# chrono_ctrl_flat

chrono_ctrl_flat, sequential cells coloured by netlist name:
(6 px per um) Other sequential cells in the stronger grey, the rest of the logic in the fainter grey.
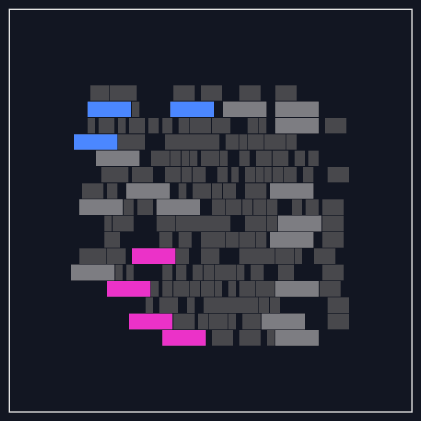

[src/rtl/chrono_ctrl_pkg.sv]
// Shared definitions for the stopwatch/countdown sequencer: state encodings and
// default timing parameters.
package chrono_ctrl_pkg;

   typedef enum logic [2:0] {
      WStop = 3'b000,
      WRun  = 3'b001,
      WLap  = 3'b010,
      CSet  = 3'b011,
      CStop = 3'b100,
      CRun  = 3'b101,
      CLap  = 3'b110,
      CDone = 3'b111
   } state_e;

   localparam int unsigned AlarmSecDefault  = 10;
   localparam int unsigned HoldTicksDefault = 5;

   function automatic logic is_lap(state_e s);
      return (s == WLap) || (s == CLap);
   endfunction

endpackage

[src/rtl/chrono_ctrl_if.sv]
// Button/tick/status inputs and sequencer outputs of chrono_ctrl; master drives the
// events, slave is the sequencer.
interface chrono_ctrl_if;
   import chrono_ctrl_pkg::*;

   logic   sec_tick;
   logic   rpt_tick;
   logic   btn1_p;
   logic   btn2_p;
   logic   btn1_lvl;
   logic   btn2_lvl;
   logic   mode;
   logic   set;
   logic   cnt_zero;
   state_e state;
   logic   inc_en;
   logic   dec_en;
   logic   sethr_en;
   logic   setmin_en;
   logic   clr;
   logic   freeze;
   logic   alarm;

   modport master (
      output sec_tick, rpt_tick, btn1_p, btn2_p, btn1_lvl, btn2_lvl, mode, set, cnt_zero,
      input  state, inc_en, dec_en, sethr_en, setmin_en, clr, freeze, alarm
   );

   modport slave (
      input  sec_tick, rpt_tick, btn1_p, btn2_p, btn1_lvl, btn2_lvl, mode, set, cnt_zero,
      output state, inc_en, dec_en, sethr_en, setmin_en, clr, freeze, alarm
   );

endinterface

[src/rtl/chrono_ctrl_key_repeat.sv]
// Auto-repeat for a held set button: after HOLD_TICKS rpt_ticks of continuous hold,
// emits one combinational pulse per further rpt_tick.
module chrono_ctrl_key_repeat #(
   parameter int unsigned HOLD_TICKS = 5
) (
   input  logic clk,
   input  logic rst_n,
   input  logic en,
   input  logic lvl,
   input  logic rpt_tick,
   output logic pulse
);

   localparam int unsigned CW = $clog2(HOLD_TICKS + 1);
   localparam logic [CW-1:0] HoldMax = CW'(HOLD_TICKS);

   logic [CW-1:0] cnt_q, cnt_d;

   // Counter saturates at HoldMax; from then on every rpt_tick repeats.
   always_comb begin
      cnt_d = cnt_q;
      pulse = 1'b0;
      if (!en || !lvl) begin
         cnt_d = '0;
      end else if (rpt_tick) begin
         if (cnt_q == HoldMax) begin
            pulse = 1'b1;
         end else begin
            cnt_d = cnt_q + 1'b1;
         end
      end
   end

   always_ff @(posedge clk) begin
      if (!rst_n) begin
         cnt_q <= '0;
      end else begin
         cnt_q <= cnt_d;
      end
   end

endmodule

[src/rtl/chrono_ctrl.sv]
// Sequencer for the shared stopwatch/countdown BCD chain: turns button events and
// ticks into registered count, set, clear, freeze and alarm controls.
module chrono_ctrl
   import chrono_ctrl_pkg::*;
#(
   parameter int unsigned ALARM_SEC  = AlarmSecDefault,
   parameter int unsigned HOLD_TICKS = HoldTicksDefault
) (
   input logic          clk,
   input logic          rst_n,
   chrono_ctrl_if.slave bus
);

   localparam int unsigned AW = $clog2(ALARM_SEC + 1);
   localparam logic [AW-1:0] AlarmLast = AW'(ALARM_SEC - 1);

   state_e        state_q, state_d;
   logic          mode_q;
   logic [AW-1:0] alarm_cnt_q, alarm_cnt_d;
   logic          inc_q, inc_d, dec_q, dec_d, sethr_q, sethr_d, setmin_q, setmin_d;
   logic          clr_q, clr_d, freeze_q, freeze_d, alarm_q, alarm_d;
   logic          rpt1, rpt2, in_set;

   assign in_set = (state_q == CSet);

   chrono_ctrl_key_repeat #(.HOLD_TICKS(HOLD_TICKS)) u_rpt1 (
      .clk      (clk),
      .rst_n    (rst_n),
      .en       (in_set),
      .lvl      (bus.btn1_lvl),
      .rpt_tick (bus.rpt_tick),
      .pulse    (rpt1)
   );

   chrono_ctrl_key_repeat #(.HOLD_TICKS(HOLD_TICKS)) u_rpt2 (
      .clk      (clk),
      .rst_n    (rst_n),
      .en       (in_set),
      .lvl      (bus.btn2_lvl),
      .rpt_tick (bus.rpt_tick),
      .pulse    (rpt2)
   );

   // One event per cycle: mode change > set > btn1 > btn2 > sec_tick.
   always_comb begin
      state_d     = state_q;
      alarm_cnt_d = '0;
      alarm_d     = 1'b0;
      inc_d       = 1'b0;
      dec_d       = 1'b0;
      sethr_d     = 1'b0;
      setmin_d    = 1'b0;
      clr_d       = 1'b0;
      if (bus.mode != mode_q) begin
         state_d = bus.mode ? CStop : WStop;
         clr_d   = 1'b1;
      end else begin
         unique case (state_q)
            WStop: begin
               if (bus.btn1_p)      state_d = WRun;
               else if (bus.btn2_p) clr_d = 1'b1;
            end
            WRun, WLap: begin
               if (bus.btn1_p)        state_d = WStop;
               else if (bus.btn2_p)   state_d = (state_q == WRun) ? WLap : WRun;
               else if (bus.sec_tick) inc_d = 1'b1;
            end
            CStop: begin
               if (bus.set)                          state_d = CSet;
               else if (bus.btn1_p && !bus.cnt_zero) state_d = CRun;
            end
            CSet: begin
               if (!bus.set)                 state_d = CStop;
               else if (bus.btn1_p || rpt1)  sethr_d = 1'b1;
               else if (bus.btn2_p || rpt2)  setmin_d = 1'b1;
            end
            CRun, CLap: begin
               if (bus.btn1_p) begin
                  state_d = CStop;
               end else if (bus.btn2_p) begin
                  state_d = (state_q == CRun) ? CLap : CRun;
               end else if (bus.cnt_zero) begin
                  state_d = CDone;
                  alarm_d = 1'b1;
               end else if (bus.sec_tick) begin
                  dec_d = 1'b1;
               end
            end
            CDone: begin
               alarm_d     = alarm_q;
               alarm_cnt_d = alarm_cnt_q;
               if (bus.btn1_p || bus.btn2_p) begin
                  state_d     = CStop;
                  alarm_d     = 1'b0;
                  alarm_cnt_d = '0;
               end else if (bus.sec_tick) begin
                  if (alarm_cnt_q == AlarmLast) begin
                     state_d     = CStop;
                     alarm_d     = 1'b0;
                     alarm_cnt_d = '0;
                  end else begin
                     alarm_cnt_d = alarm_cnt_q + 1'b1;
                     alarm_d     = !alarm_q;
                  end
               end
            end
            default: state_d = WStop;
         endcase
      end
      freeze_d = is_lap(state_d);
   end

   always_ff @(posedge clk) begin
      if (!rst_n) begin
         state_q     <= WStop;
         mode_q      <= 1'b0;
         alarm_cnt_q <= '0;
         inc_q       <= 1'b0;
         dec_q       <= 1'b0;
         sethr_q     <= 1'b0;
         setmin_q    <= 1'b0;
         clr_q       <= 1'b0;
         freeze_q    <= 1'b0;
         alarm_q     <= 1'b0;
      end else begin
         state_q     <= state_d;
         mode_q      <= bus.mode;
         alarm_cnt_q <= alarm_cnt_d;
         inc_q       <= inc_d;
         dec_q       <= dec_d;
         sethr_q     <= sethr_d;
         setmin_q    <= setmin_d;
         clr_q       <= clr_d;
         freeze_q    <= freeze_d;
         alarm_q     <= alarm_d;
      end
   end

   assign bus.state     = state_q;
   assign bus.inc_en    = inc_q;
   assign bus.dec_en    = dec_q;
   assign bus.sethr_en  = sethr_q;
   assign bus.setmin_en = setmin_q;
   assign bus.clr       = clr_q;
   assign bus.freeze    = freeze_q;
   assign bus.alarm     = alarm_q;

endmodule

[src/flat_wrapper.sv]
// flat-port wrapper written by rule: the top's interface ports become plain ports
module chrono_ctrl_flat import chrono_ctrl_pkg::*;
#(
   parameter int unsigned ALARM_SEC  = AlarmSecDefault,
   parameter int unsigned HOLD_TICKS = HoldTicksDefault
)
  (clk, rst_n, bus_sec_tick, bus_rpt_tick, bus_btn1_p, bus_btn2_p, bus_btn1_lvl, bus_btn2_lvl, bus_mode, bus_set, bus_cnt_zero, bus_state, bus_inc_en, bus_dec_en, bus_sethr_en, bus_setmin_en, bus_clr, bus_freeze, bus_alarm);
  chrono_ctrl_if bus_i ();
  input logic clk;
  input logic rst_n;
  input wire logic [$bits(bus_i.sec_tick)-1:0] bus_sec_tick;
  input wire logic [$bits(bus_i.rpt_tick)-1:0] bus_rpt_tick;
  input wire logic [$bits(bus_i.btn1_p)-1:0] bus_btn1_p;
  input wire logic [$bits(bus_i.btn2_p)-1:0] bus_btn2_p;
  input wire logic [$bits(bus_i.btn1_lvl)-1:0] bus_btn1_lvl;
  input wire logic [$bits(bus_i.btn2_lvl)-1:0] bus_btn2_lvl;
  input wire logic [$bits(bus_i.mode)-1:0] bus_mode;
  input wire logic [$bits(bus_i.set)-1:0] bus_set;
  input wire logic [$bits(bus_i.cnt_zero)-1:0] bus_cnt_zero;
  output wire logic [$bits(bus_i.state)-1:0] bus_state;
  output wire logic [$bits(bus_i.inc_en)-1:0] bus_inc_en;
  output wire logic [$bits(bus_i.dec_en)-1:0] bus_dec_en;
  output wire logic [$bits(bus_i.sethr_en)-1:0] bus_sethr_en;
  output wire logic [$bits(bus_i.setmin_en)-1:0] bus_setmin_en;
  output wire logic [$bits(bus_i.clr)-1:0] bus_clr;
  output wire logic [$bits(bus_i.freeze)-1:0] bus_freeze;
  output wire logic [$bits(bus_i.alarm)-1:0] bus_alarm;
  assign bus_i.sec_tick = bus_sec_tick;
  assign bus_i.rpt_tick = bus_rpt_tick;
  assign bus_i.btn1_p = bus_btn1_p;
  assign bus_i.btn2_p = bus_btn2_p;
  assign bus_i.btn1_lvl = bus_btn1_lvl;
  assign bus_i.btn2_lvl = bus_btn2_lvl;
  assign bus_i.mode = bus_mode;
  assign bus_i.set = bus_set;
  assign bus_i.cnt_zero = bus_cnt_zero;
  assign bus_state = bus_i.state;
  assign bus_inc_en = bus_i.inc_en;
  assign bus_dec_en = bus_i.dec_en;
  assign bus_sethr_en = bus_i.sethr_en;
  assign bus_setmin_en = bus_i.setmin_en;
  assign bus_clr = bus_i.clr;
  assign bus_freeze = bus_i.freeze;
  assign bus_alarm = bus_i.alarm;
  chrono_ctrl #(.ALARM_SEC(ALARM_SEC), .HOLD_TICKS(HOLD_TICKS)) u_core (.clk(clk), .rst_n(rst_n), .bus(bus_i));
endmodule
[config.mk]
export PLATFORM = sky130hd
export DESIGN_NAME = chrono_ctrl_flat
export DESIGN_NICKNAME = d
export VERILOG_FILES = /design/src/rtl/chrono_ctrl_pkg.sv /design/src/rtl/chrono_ctrl_if.sv /design/src/rtl/chrono_ctrl_key_repeat.sv /design/src/rtl/chrono_ctrl.sv /design/src/flat_wrapper.sv
export SDC_FILE = /design/constraint.sdc
export NUM_CORES = 1
export LEC_CHECK = 0
export CORE_MARGIN = 10
export CORE_UTILIZATION = 50
export CTS_BUF_LIST = sky130_fd_sc_hd__clkbuf_16
export CTS_CLUSTER_SIZE = 24
export DETAILED_ROUTE_END_ITERATION = 12
export PLACE_DENSITY = 0.79
export SKIP_LAST_GASP = 1
export SYNTH_ARGS = -nofsm -noshare
export SYNTH_HDL_FRONTEND = slang
export SYNTH_SLANG_ARGS = --single-unit
[constraint.sdc]
create_clock -name clk -period 4.1 [get_ports clk]
set_input_delay 1.23 -clock clk [delete_from_list [all_inputs] [get_ports clk]]
set_output_delay 1.23 -clock clk [all_outputs]
set_load 0.005 [all_outputs]
# seq_divider

## src/rtl/alu_pkg.sv

```systemverilog
// rtl/alu_pkg.sv - shared types and constants for the sequential divider
//
// Contents:
//   state_t     : controller states IDLE, CALC, DONE
//   DATA_W_DEF  : default operand width
//   RES_W_DEF   : default result width (2 * DATA_W_DEF)
//   CNT_W       : iteration counter width
//   ALL_ONES    : divide-by-zero result pattern, sliced to RES_W by users
package alu_pkg;

    localparam int DATA_W_DEF = 16;
    localparam int RES_W_DEF  = 2 * DATA_W_DEF;
    localparam int CNT_W      = 5;

    localparam logic [63:0] ALL_ONES = '1;

    typedef enum logic [1:0] {
        IDLE = 2'd0,
        CALC = 2'd1,
        DONE = 2'd2
    } state_t;

endpackage

```

## src/rtl/seq_divider_div_step.sv

```systemverilog
// rtl/seq_divider_div_step.sv - one combinational restoring divide iteration
//
// Ports:
//   rem_in  [DATA_W-1:0] : partial remainder entering this iteration
//   bit_in               : next dividend bit (MSB first)
//   divisor [DATA_W-1:0] : divisor magnitude
//   rem_out [DATA_W-1:0] : partial remainder after this iteration
//   q_bit                : quotient bit produced by this iteration
module div_step #(
    parameter int DATA_W = 16
) (
    input  logic [DATA_W-1:0] rem_in,
    input  logic              bit_in,
    input  logic [DATA_W-1:0] divisor,
    output logic [DATA_W-1:0] rem_out,
    output logic              q_bit
);

    logic [DATA_W:0] shifted;
    logic [DATA_W:0] trial;

    // The shifted remainder needs one extra bit; it is always below
    // 2*divisor, so a successful subtraction fits back in DATA_W bits.
    assign shifted = {rem_in, bit_in};
    assign trial   = shifted - {1'b0, divisor};

    // No borrow out of the top bit means shifted >= divisor.
    assign q_bit   = ~trial[DATA_W];
    assign rem_out = q_bit ? trial[DATA_W-1:0] : shifted[DATA_W-1:0];

endmodule

```

## src/rtl/seq_divider.sv

```systemverilog
// rtl/seq_divider.sv - multi-cycle restoring divider, one quotient bit per clock
//
// Optional build macro: SEQ_DIVIDER_SIGNED_EN (two's complement operands,
// quotient truncates toward zero, remainder follows the dividend sign).
//
// Ports:
//   clk                  : clock, rising edge
//   rst_n                : asynchronous active-low reset
//   start                : request a division, sampled only in IDLE
//   inputA  [DATA_W-1:0] : dividend, captured on the accepting edge
//   inputB  [DATA_W-1:0] : divisor, captured on the accepting edge
//   busy                 : high while iterating
//   done                 : one-cycle pulse, results valid
//   resDiv  [RES_W-1:0]  : quotient, extended to RES_W
//   resMod  [RES_W-1:0]  : remainder, extended to RES_W
//   divZero              : last accepted divisor was zero
module seq_divider
    import alu_pkg::*;
#(
    parameter int DATA_W = DATA_W_DEF,
    parameter int RES_W  = RES_W_DEF
) (
    input  logic              clk,
    input  logic              rst_n,
    input  logic              start,
    input  logic [DATA_W-1:0] inputA,
    input  logic [DATA_W-1:0] inputB,
    output logic              busy,
    output logic              done,
    output logic [RES_W-1:0]  resDiv,
    output logic [RES_W-1:0]  resMod,
    output logic              divZero
);

    state_t state_q, state_d;

    logic [CNT_W-1:0]  cnt_q;
    logic [DATA_W-1:0] rem_q;
    logic [DATA_W-1:0] dq_q;     // dividend bits shift out, quotient bits shift in
    logic [DATA_W-1:0] dvs_q;

    logic [DATA_W-1:0] step_rem;
    logic              step_q;
    logic              last_iter;
    logic              b_zero;

    logic [DATA_W-1:0] mag_a;
    logic [DATA_W-1:0] mag_b;
    logic [DATA_W-1:0] q_fin;
    logic [RES_W-1:0]  div_ext;
    logic [RES_W-1:0]  mod_ext;

    assign b_zero    = (inputB == '0);
    assign last_iter = (cnt_q == CNT_W'(DATA_W - 1));
    assign q_fin     = {dq_q[DATA_W-2:0], step_q};

`ifdef SEQ_DIVIDER_SIGNED_EN
    logic neg_q_q;
    logic neg_r_q;

    // Magnitudes are taken as unsigned DATA_W values, so the most negative
    // operand maps to 2^(DATA_W-1) without overflow.
    assign mag_a   = inputA[DATA_W-1] ? (-inputA) : inputA;
    assign mag_b   = inputB[DATA_W-1] ? (-inputB) : inputB;
    assign div_ext = neg_q_q ? (-RES_W'(q_fin))   : RES_W'(q_fin);
    assign mod_ext = neg_r_q ? (-RES_W'(step_rem)) : RES_W'(step_rem);

    always_ff @(posedge clk or negedge rst_n) begin
        if (!rst_n) begin
            neg_q_q <= 1'b0;
            neg_r_q <= 1'b0;
        end else if (state_q == IDLE && start) begin
            neg_q_q <= inputA[DATA_W-1] ^ inputB[DATA_W-1];
            neg_r_q <= inputA[DATA_W-1];
        end
    end
`else
    assign mag_a   = inputA;
    assign mag_b   = inputB;
    assign div_ext = RES_W'(q_fin);
    assign mod_ext = RES_W'(step_rem);
`endif

    div_step #(
        .DATA_W (DATA_W)
    ) u_step (
        .rem_in  (rem_q),
        .bit_in  (dq_q[DATA_W-1]),
        .divisor (dvs_q),
        .rem_out (step_rem),
        .q_bit   (step_q)
    );

    always_comb begin
        state_d = state_q;
        case (state_q)
            IDLE: begin
                if (start) begin
                    state_d = b_zero ? DONE : CALC;
                end
            end
            CALC: begin
                if (last_iter) begin
                    state_d = DONE;
                end
            end
            DONE:    state_d = IDLE;
            default: state_d = IDLE;
        endcase
    end

    always_ff @(posedge clk or negedge rst_n) begin
        if (!rst_n) begin
            state_q <= IDLE;
        end else begin
            state_q <= state_d;
        end
    end

    always_ff @(posedge clk or negedge rst_n) begin
        if (!rst_n) begin
            busy    <= 1'b0;
            done    <= 1'b0;
            cnt_q   <= '0;
            rem_q   <= '0;
            dq_q    <= '0;
            dvs_q   <= '0;
            resDiv  <= '0;
            resMod  <= '0;
            divZero <= 1'b0;
        end else begin
            // Registered from the next state so both flags are glitch-free.
            busy <= (state_d == CALC);
            done <= (state_d == DONE);
            case (state_q)
                IDLE: begin
                    if (start) begin
                        cnt_q <= '0;
                        rem_q <= '0;
                        dq_q  <= mag_a;
                        dvs_q <= mag_b;
                        if (b_zero) begin
                            resDiv  <= ALL_ONES[RES_W-1:0];
                            resMod  <= ALL_ONES[RES_W-1:0];
                            divZero <= 1'b1;
                        end
                    end
                end
                CALC: begin
                    cnt_q <= cnt_q + CNT_W'(1);
                    rem_q <= step_rem;
                    dq_q  <= q_fin;
                    if (last_iter) begin
                        cnt_q   <= '0;
                        resDiv  <= div_ext;
                        resMod  <= mod_ext;
                        divZero <= 1'b0;
                    end
                end
                default: ;
            endcase
        end
    end

endmodule

```

## config.mk

```make
export PLATFORM = sky130hd
export DESIGN_NAME = seq_divider
export DESIGN_NICKNAME = d
export VERILOG_FILES = /design/src/rtl/alu_pkg.sv /design/src/rtl/seq_divider_div_step.sv /design/src/rtl/seq_divider.sv
export SDC_FILE = /design/constraint.sdc
export NUM_CORES = 1
export LEC_CHECK = 0
export ABC_CLOCK_PERIOD_IN_PS = 3900
export CELL_PAD_IN_SITES_DETAIL_PLACEMENT = 1
export CELL_PAD_IN_SITES_GLOBAL_PLACEMENT = 1
export CORE_MARGIN = 2
export CORE_UTILIZATION = 40
export CTS_CLUSTER_SIZE = 30
export DETAILED_ROUTE_END_ITERATION = 10
export GPL_TIMING_DRIVEN = 1
export PLACE_DENSITY_LB_ADDON = 0.12
export SLEW_MARGIN = 20
export SYNTH_ARGS = -nofsm -noshare
export SYNTH_HDL_FRONTEND = slang
export SYNTH_HIERARCHICAL = 1
export SYNTH_SLANG_ARGS = --single-unit
```

## constraint.sdc

```tcl
create_clock -name clk -period 3.9 [get_ports clk]
set_input_delay 1.17 -clock clk [delete_from_list [all_inputs] [get_ports clk]]
set_output_delay 1.17 -clock clk [all_outputs]
set_load 0.03 [all_outputs]
```

chrono_ctrl_flat, PDN straps and rails:
(8 px per um) Pins as bars on the die edge.
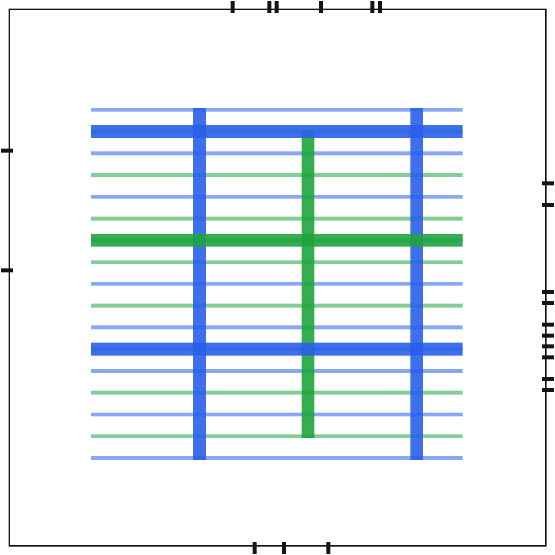
[VDD] green
[VSS] blue
rows: 16
met4 straps: 3
signal pins: 21
met5 straps: 3

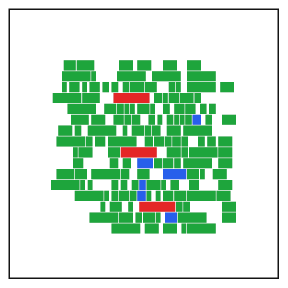
chrono_ctrl_flat: cells by drive strength
(4 px per um)
[x1 and smaller] green | cells: 140 | share: 94% | most used: dfxtp_1
[x2] blue | cells: 6 | share: 4.0%
[x6 and larger] red | cells: 3 | share: 2.0% | most used: clkbuf_16

About 'sequential cells coloured by netlist name' of chrono_ctrl_flat:
[u_core.u_rpt2.cnt_q] blue | sequential cells: 3
[u_core.alarm_cnt_q] magenta | sequential cells: 4
not coloured: 14

==> deck_impl_summary.md, chrono_ctrl_flat <==
Key Metrics from the Run

Critical path
  • Worst R2R Start: u_core.bus.state[1]
  • Worst reg2reg path depth: 4
  • Crit path DAT: 1530 ps

Final timing
  • Fraction of the cycle the final worst path needs: 67.3%
  • Relative slew slack: 63.7%
  • Setup WS post-layout: 1340 ps

Finish
  • # nets final: 165

Floorplan
  • Chip area: 4470 um2
  • # Taps: 27

CTS
  • Root Buffer: clkbuf_16

Detailed routing
  • Vias: 1,021
  • WL met1: 992 um
  • Wire per inst: 14.2 um
  • DRC viols: 0

Power
  • Share of total power in the clock network: 43.7%

Synthesis
  • Sequential area share after synthesis: 38.3%
  • Dominant cell area share: 38.3%
  • Post-Syn Nets: 143

Min path
  • Worst min path class: reg2reg
  • Worst hold endpoint: u_core.alarm_cnt_q[3]

Status
  • Outcome: completed
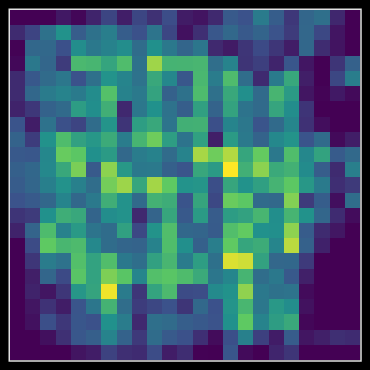
seq_divider: routed metal per tile
(3 px per um) The die is cut into 23 by 23 equal tiles; dark purple is low, yellow is high, scaled to the fullest tile. Values are wire area over tile area, all layers added.
nearly empty tiles: 10%
densest ninth of the die: centre
fullest tile: 0.43
mean over tiles: 0.15

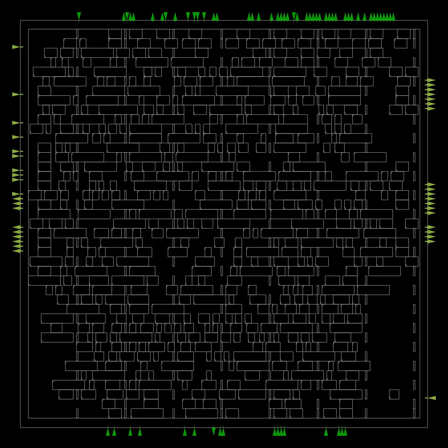
seq_divider: placement view
Layout Cells excl Fill: 730
row cnt: 41
FILL cells: 1,407
# Taps: 172

==> deck_impl_summary.md, seq_divider <==
Key Metrics from the Run

Status
  • Outcome: completed

Finish
  • Top Layout Cells: clkdlybuf4s50_1, dfrtp_1, a21oi_1
  • Commonest Layout Cell: clkdlybuf4s50_1

Job
  • Total tool warning count: 26

Detailed routing
  • Routed wl met2: 6600 um
  • Antenna Violating Nets Remaining: 0

GRT
  • M1 GR Usage: 28.5%
  • Largest net degree at the start of global routing: 50

CTS
  • Clk pin slew, worst setup/hold paths: 70 ps
  • Root Buffer: clkbuf_16

Power
  • Logic pwr share: 58.2%
  • Leakage: 2.60 nW
  • Max VDD drop: 0.000525 V

Final timing
  • Top achievable clock speed: 284 MHz

Critical path
  • Worst reg2reg path depth: 13

# mult_div_unit_flat

mult_div_unit_flat, layout detail:
Window x 69 to 119, y 107 to 157 um. Cells in grey, sequential cells in the stronger grey; small squares are vias.
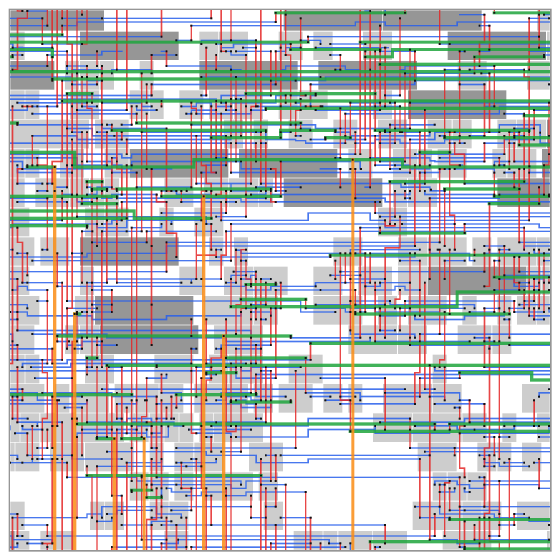
mult_div_unit_flat, placement view:
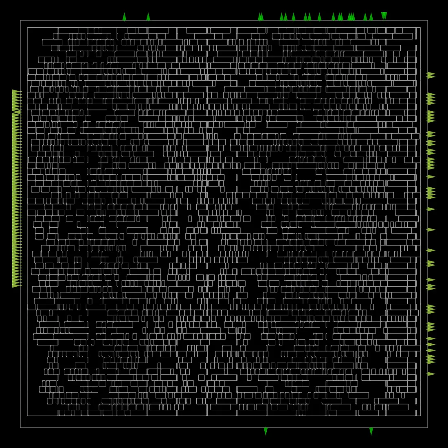
--- src/rtl/mult_div_pkg.sv ---
// Shared definitions for the signed multiply/divide unit: state encoding and default width.
package mult_div_pkg;

  localparam int unsigned DEFAULT_WIDTH = 32;

  localparam logic [1:0] IDLE = 2'd0;
  localparam logic [1:0] MULT = 2'd1;
  localparam logic [1:0] DIV  = 2'd2;
  localparam logic [1:0] DONE = 2'd3;

  typedef enum logic [1:0] {
    StIdle = IDLE,
    StMult = MULT,
    StDiv  = DIV,
    StDone = DONE
  } stateT;

endpackage

--- src/rtl/mult_div_if.sv ---
// Operation request / result bundle between a requester (master) and the mult/div unit (slave).
interface mult_div_if import mult_div_pkg::*; #(
  parameter int unsigned WIDTH = DEFAULT_WIDTH
);

  logic             MultCtrl;
  logic             DivCtrl;
  logic [WIDTH-1:0] OpA;
  logic [WIDTH-1:0] OpB;
  logic [WIDTH-1:0] HIOut;
  logic [WIDTH-1:0] LOOut;
  logic             Busy;
  logic             Done;
  logic             DivZero;

  modport master (
    output MultCtrl, DivCtrl, OpA, OpB,
    input  HIOut, LOOut, Busy, Done, DivZero
  );

  modport slave (
    input  MultCtrl, DivCtrl, OpA, OpB,
    output HIOut, LOOut, Busy, Done, DivZero
  );

endinterface

--- src/rtl/div_step.sv ---
// One restoring-division iteration on unsigned magnitudes: shift in the next dividend bit,
// subtract the divisor if it fits, and shift the resulting quotient bit in.
module div_step import mult_div_pkg::*; #(
  parameter int unsigned WIDTH = DEFAULT_WIDTH
) (
  input  logic [WIDTH-1:0] remI,
  input  logic [WIDTH-1:0] quotI,
  input  logic [WIDTH-1:0] divisorI,
  output logic [WIDTH-1:0] remO,
  output logic [WIDTH-1:0] quotO
);

  logic [WIDTH:0]   shifted;
  logic [WIDTH-1:0] trial;

  always_comb begin
    shifted = {remI, quotI[WIDTH-1]};
    // The difference is below the divisor whenever it is kept, so WIDTH bits suffice.
    trial   = shifted[WIDTH-1:0] - divisorI;
    if (shifted >= {1'b0, divisorI}) begin
      remO  = trial;
      quotO = {quotI[WIDTH-2:0], 1'b1};
    end else begin
      remO  = shifted[WIDTH-1:0];
      quotO = {quotI[WIDTH-2:0], 1'b0};
    end
  end

endmodule

--- src/rtl/mult_div_unit.sv ---
// Iterative signed multiply (Booth radix-2) and signed restoring divide with a shared
// shift datapath; results are published to HIOut/LOOut only when an operation completes.
module mult_div_unit import mult_div_pkg::*; #(
  parameter int unsigned WIDTH = DEFAULT_WIDTH,
  parameter int unsigned ITER  = WIDTH
) (
  input logic      clock,
  input logic      reset,
  mult_div_if.slave bus
);

  localparam int unsigned CntW = $clog2(ITER + 1);

  stateT            stateQ, stateD;
  logic [CntW-1:0]  cntQ, cntD;
  // hiQ: Booth accumulator (one guard bit) or division remainder.
  // loQ: multiplier being shifted out, or dividend shifting into quotient.
  // opQ: sign-extended multiplicand, or divisor magnitude.
  logic [WIDTH:0]   hiQ, hiD;
  logic [WIDTH-1:0] loQ, loD;
  logic [WIDTH:0]   opQ, opD;
  logic             qm1Q, qm1D;
  logic             negQuotQ, negQuotD;
  logic             negRemQ, negRemD;
  logic [WIDTH-1:0] hiOutQ, hiOutD;
  logic [WIDTH-1:0] loOutQ, loOutD;
  logic             divZeroQ, divZeroD;

  logic [WIDTH:0]   boothSum;
  logic [WIDTH:0]   boothHi;
  logic [WIDTH-1:0] boothLo;
  logic [WIDTH-1:0] stepRem, stepQuot;
  logic [WIDTH-1:0] absA, absB;
  logic             lastIter;

  always_comb begin
    unique case ({loQ[0], qm1Q})
      2'b01:   boothSum = hiQ + opQ;
      2'b10:   boothSum = hiQ - opQ;
      default: boothSum = hiQ;
    endcase
    boothHi = {boothSum[WIDTH], boothSum[WIDTH:1]};
    boothLo = {boothSum[0], loQ[WIDTH-1:1]};
  end

  div_step #(
    .WIDTH(WIDTH)
  ) uDivStep (
    .remI    (hiQ[WIDTH-1:0]),
    .quotI   (loQ),
    .divisorI(opQ[WIDTH-1:0]),
    .remO    (stepRem),
    .quotO   (stepQuot)
  );

  assign absA     = bus.OpA[WIDTH-1] ? -bus.OpA : bus.OpA;
  assign absB     = bus.OpB[WIDTH-1] ? -bus.OpB : bus.OpB;
  assign lastIter = (cntQ == CntW'(1));

  always_comb begin
    stateD   = stateQ;
    cntD     = cntQ;
    hiD      = hiQ;
    loD      = loQ;
    opD      = opQ;
    qm1D     = qm1Q;
    negQuotD = negQuotQ;
    negRemD  = negRemQ;
    hiOutD   = hiOutQ;
    loOutD   = loOutQ;
    divZeroD = divZeroQ;

    unique case (stateQ)
      StIdle: begin
        if (bus.MultCtrl) begin
          stateD   = StMult;
          cntD     = CntW'(ITER);
          hiD      = '0;
          loD      = bus.OpB;
          opD      = {bus.OpA[WIDTH-1], bus.OpA};
          qm1D     = 1'b0;
          divZeroD = 1'b0;
        end else if (bus.DivCtrl) begin
          if (bus.OpB == '0) begin
            stateD   = StDone;
            divZeroD = 1'b1;
          end else begin
            stateD   = StDiv;
            cntD     = CntW'(ITER);
            hiD      = '0;
            loD      = absA;
            opD      = {1'b0, absB};
            negQuotD = bus.OpA[WIDTH-1] ^ bus.OpB[WIDTH-1];
            negRemD  = bus.OpA[WIDTH-1];
            divZeroD = 1'b0;
          end
        end
      end
      StMult: begin
        hiD  = boothHi;
        loD  = boothLo;
        qm1D = loQ[0];
        cntD = cntQ - CntW'(1);
        if (lastIter) begin
          stateD = StDone;
          hiOutD = boothHi[WIDTH-1:0];
          loOutD = boothLo;
        end
      end
      StDiv: begin
        hiD  = {1'b0, stepRem};
        loD  = stepQuot;
        cntD = cntQ - CntW'(1);
        if (lastIter) begin
          stateD = StDone;
          hiOutD = negRemQ  ? -stepRem  : stepRem;
          loOutD = negQuotQ ? -stepQuot : stepQuot;
        end
      end
      StDone:  stateD = StIdle;
      default: stateD = StIdle;
    endcase
  end

  always_ff @(posedge clock or posedge reset) begin
    if (reset) begin
      stateQ   <= StIdle;
      cntQ     <= '0;
      hiQ      <= '0;
      loQ      <= '0;
      opQ      <= '0;
      qm1Q     <= 1'b0;
      negQuotQ <= 1'b0;
      negRemQ  <= 1'b0;
      hiOutQ   <= '0;
      loOutQ   <= '0;
      divZeroQ <= 1'b0;
    end else begin
      stateQ   <= stateD;
      cntQ     <= cntD;
      hiQ      <= hiD;
      loQ      <= loD;
      opQ      <= opD;
      qm1Q     <= qm1D;
      negQuotQ <= negQuotD;
      negRemQ  <= negRemD;
      hiOutQ   <= hiOutD;
      loOutQ   <= loOutD;
      divZeroQ <= divZeroD;
    end
  end

  assign bus.HIOut   = hiOutQ;
  assign bus.LOOut   = loOutQ;
  assign bus.DivZero = divZeroQ;
  assign bus.Busy    = (stateQ == StMult) || (stateQ == StDiv);
  assign bus.Done    = (stateQ == StDone);

endmodule

--- src/flat_wrapper.sv ---
// flat-port wrapper written by rule: the top's interface ports become plain ports
module mult_div_unit_flat import mult_div_pkg::*;
#(
  parameter int unsigned WIDTH = DEFAULT_WIDTH,
  parameter int unsigned ITER  = WIDTH
)
  (clock, reset, bus_MultCtrl, bus_DivCtrl, bus_OpA, bus_OpB, bus_HIOut, bus_LOOut, bus_Busy, bus_Done, bus_DivZero);
  mult_div_if #(.WIDTH(WIDTH)) bus_i ();
  input logic clock;
  input logic reset;
  input wire logic [$bits(bus_i.MultCtrl)-1:0] bus_MultCtrl;
  input wire logic [$bits(bus_i.DivCtrl)-1:0] bus_DivCtrl;
  input wire logic [$bits(bus_i.OpA)-1:0] bus_OpA;
  input wire logic [$bits(bus_i.OpB)-1:0] bus_OpB;
  output wire logic [$bits(bus_i.HIOut)-1:0] bus_HIOut;
  output wire logic [$bits(bus_i.LOOut)-1:0] bus_LOOut;
  output wire logic [$bits(bus_i.Busy)-1:0] bus_Busy;
  output wire logic [$bits(bus_i.Done)-1:0] bus_Done;
  output wire logic [$bits(bus_i.DivZero)-1:0] bus_DivZero;
  assign bus_i.MultCtrl = bus_MultCtrl;
  assign bus_i.DivCtrl = bus_DivCtrl;
  assign bus_i.OpA = bus_OpA;
  assign bus_i.OpB = bus_OpB;
  assign bus_HIOut = bus_i.HIOut;
  assign bus_LOOut = bus_i.LOOut;
  assign bus_Busy = bus_i.Busy;
  assign bus_Done = bus_i.Done;
  assign bus_DivZero = bus_i.DivZero;
  mult_div_unit #(.WIDTH(WIDTH), .ITER(ITER)) u_core (.clock(clock), .reset(reset), .bus(bus_i));
endmodule
--- config.mk ---
export PLATFORM = sky130hd
export DESIGN_NAME = mult_div_unit_flat
export DESIGN_NICKNAME = d
export VERILOG_FILES = /design/src/rtl/mult_div_pkg.sv /design/src/rtl/mult_div_if.sv /design/src/rtl/div_step.sv /design/src/rtl/mult_div_unit.sv /design/src/flat_wrapper.sv
export SDC_FILE = /design/constraint.sdc
export NUM_CORES = 1
export LEC_CHECK = 0
export CAP_MARGIN = 20
export CORE_MARGIN = 3
export CORE_UTILIZATION = 50
export CTS_CLUSTER_DIAMETER = 60
export CTS_CLUSTER_SIZE = 20
export DETAILED_ROUTE_END_ITERATION = 10
export MAX_ROUTING_LAYER = met4
export PLACE_DENSITY = 0.7
export SETUP_SLACK_MARGIN = 0.5
export SYNTH_ARGS = -nofsm -noshare
export SYNTH_HDL_FRONTEND = slang
export SYNTH_SLANG_ARGS = --single-unit
--- constraint.sdc ---
create_clock -name clock -period 11.35 [get_ports clock]
set_input_delay 2.8375 -clock clock [delete_from_list [all_inputs] [get_ports clock]]
set_output_delay 2.8375 -clock clock [all_outputs]
set_load 0.05 [all_outputs]
==> deck_impl_summary.md <==
Key Metrics from the Run

GRT
  • Met2 usage: 45.2%
  • Met3 Track Usage GR: 7.13%

Status
  • Outcome: completed

Finish
  • Layout Utilization: 57.2%
  • Synth-to-Final Area Change: 12.4%
  • Non-clock buffers: 153
  • Ratio of cells with drive above 1 in the final layout: 4.11%
  • Cell type taking the most area: logic gates
  • Gate Area: 11,400 um2

Critical path
  • Bufs and invs on worst path: 2
  • Worst reg2reg path depth: 20
  • Crit start category: primary input

Synthesis
  • Adder Area Share: 6.04%
  • Syn Inst Count: 2,191
  • Top cells by area: dfrtp_1, o21ai_0, ha_1
  • Dominant cell area share: 26.2%
  • Synthesis area per yosys: 16,600 um2

Detailed routing
  • Routed met3 length: 5860 um
  • Antenna Violating Nets Remaining: 0
  • Vias: 17.0k

CTS
  • # resized after CTS: 0
  • Setup Buffers After CTS: 0
  • Clk pin slew, worst setup/hold paths: 70 ps

Floorplan
  • Die Y: 188 um

Placement
  • Pre-CTS WS: 4110 ps
Notes on 'layout detail' of mult_div_unit_flat above:
[M2] red
[M3] green
[M1] blue
[M4] orange
most frequent: o21ai_0 (22), nand2_1 (20), dfrtp_1 (16)
sequential cells in the window: 16
cells with their middle in the window: 186
netlist names of flops here include: u_core.loQ (14), u_core.hiQ (2)

Notes on 'placement view' of mult_div_unit_flat above:
FILL cells: 3,075
sequential cells: 174
core area: 32,600 um2
flop share of the area: 23.3%
row cnt: 66


Power figures rest on the tool's default switching activity, not on a simulated workload.
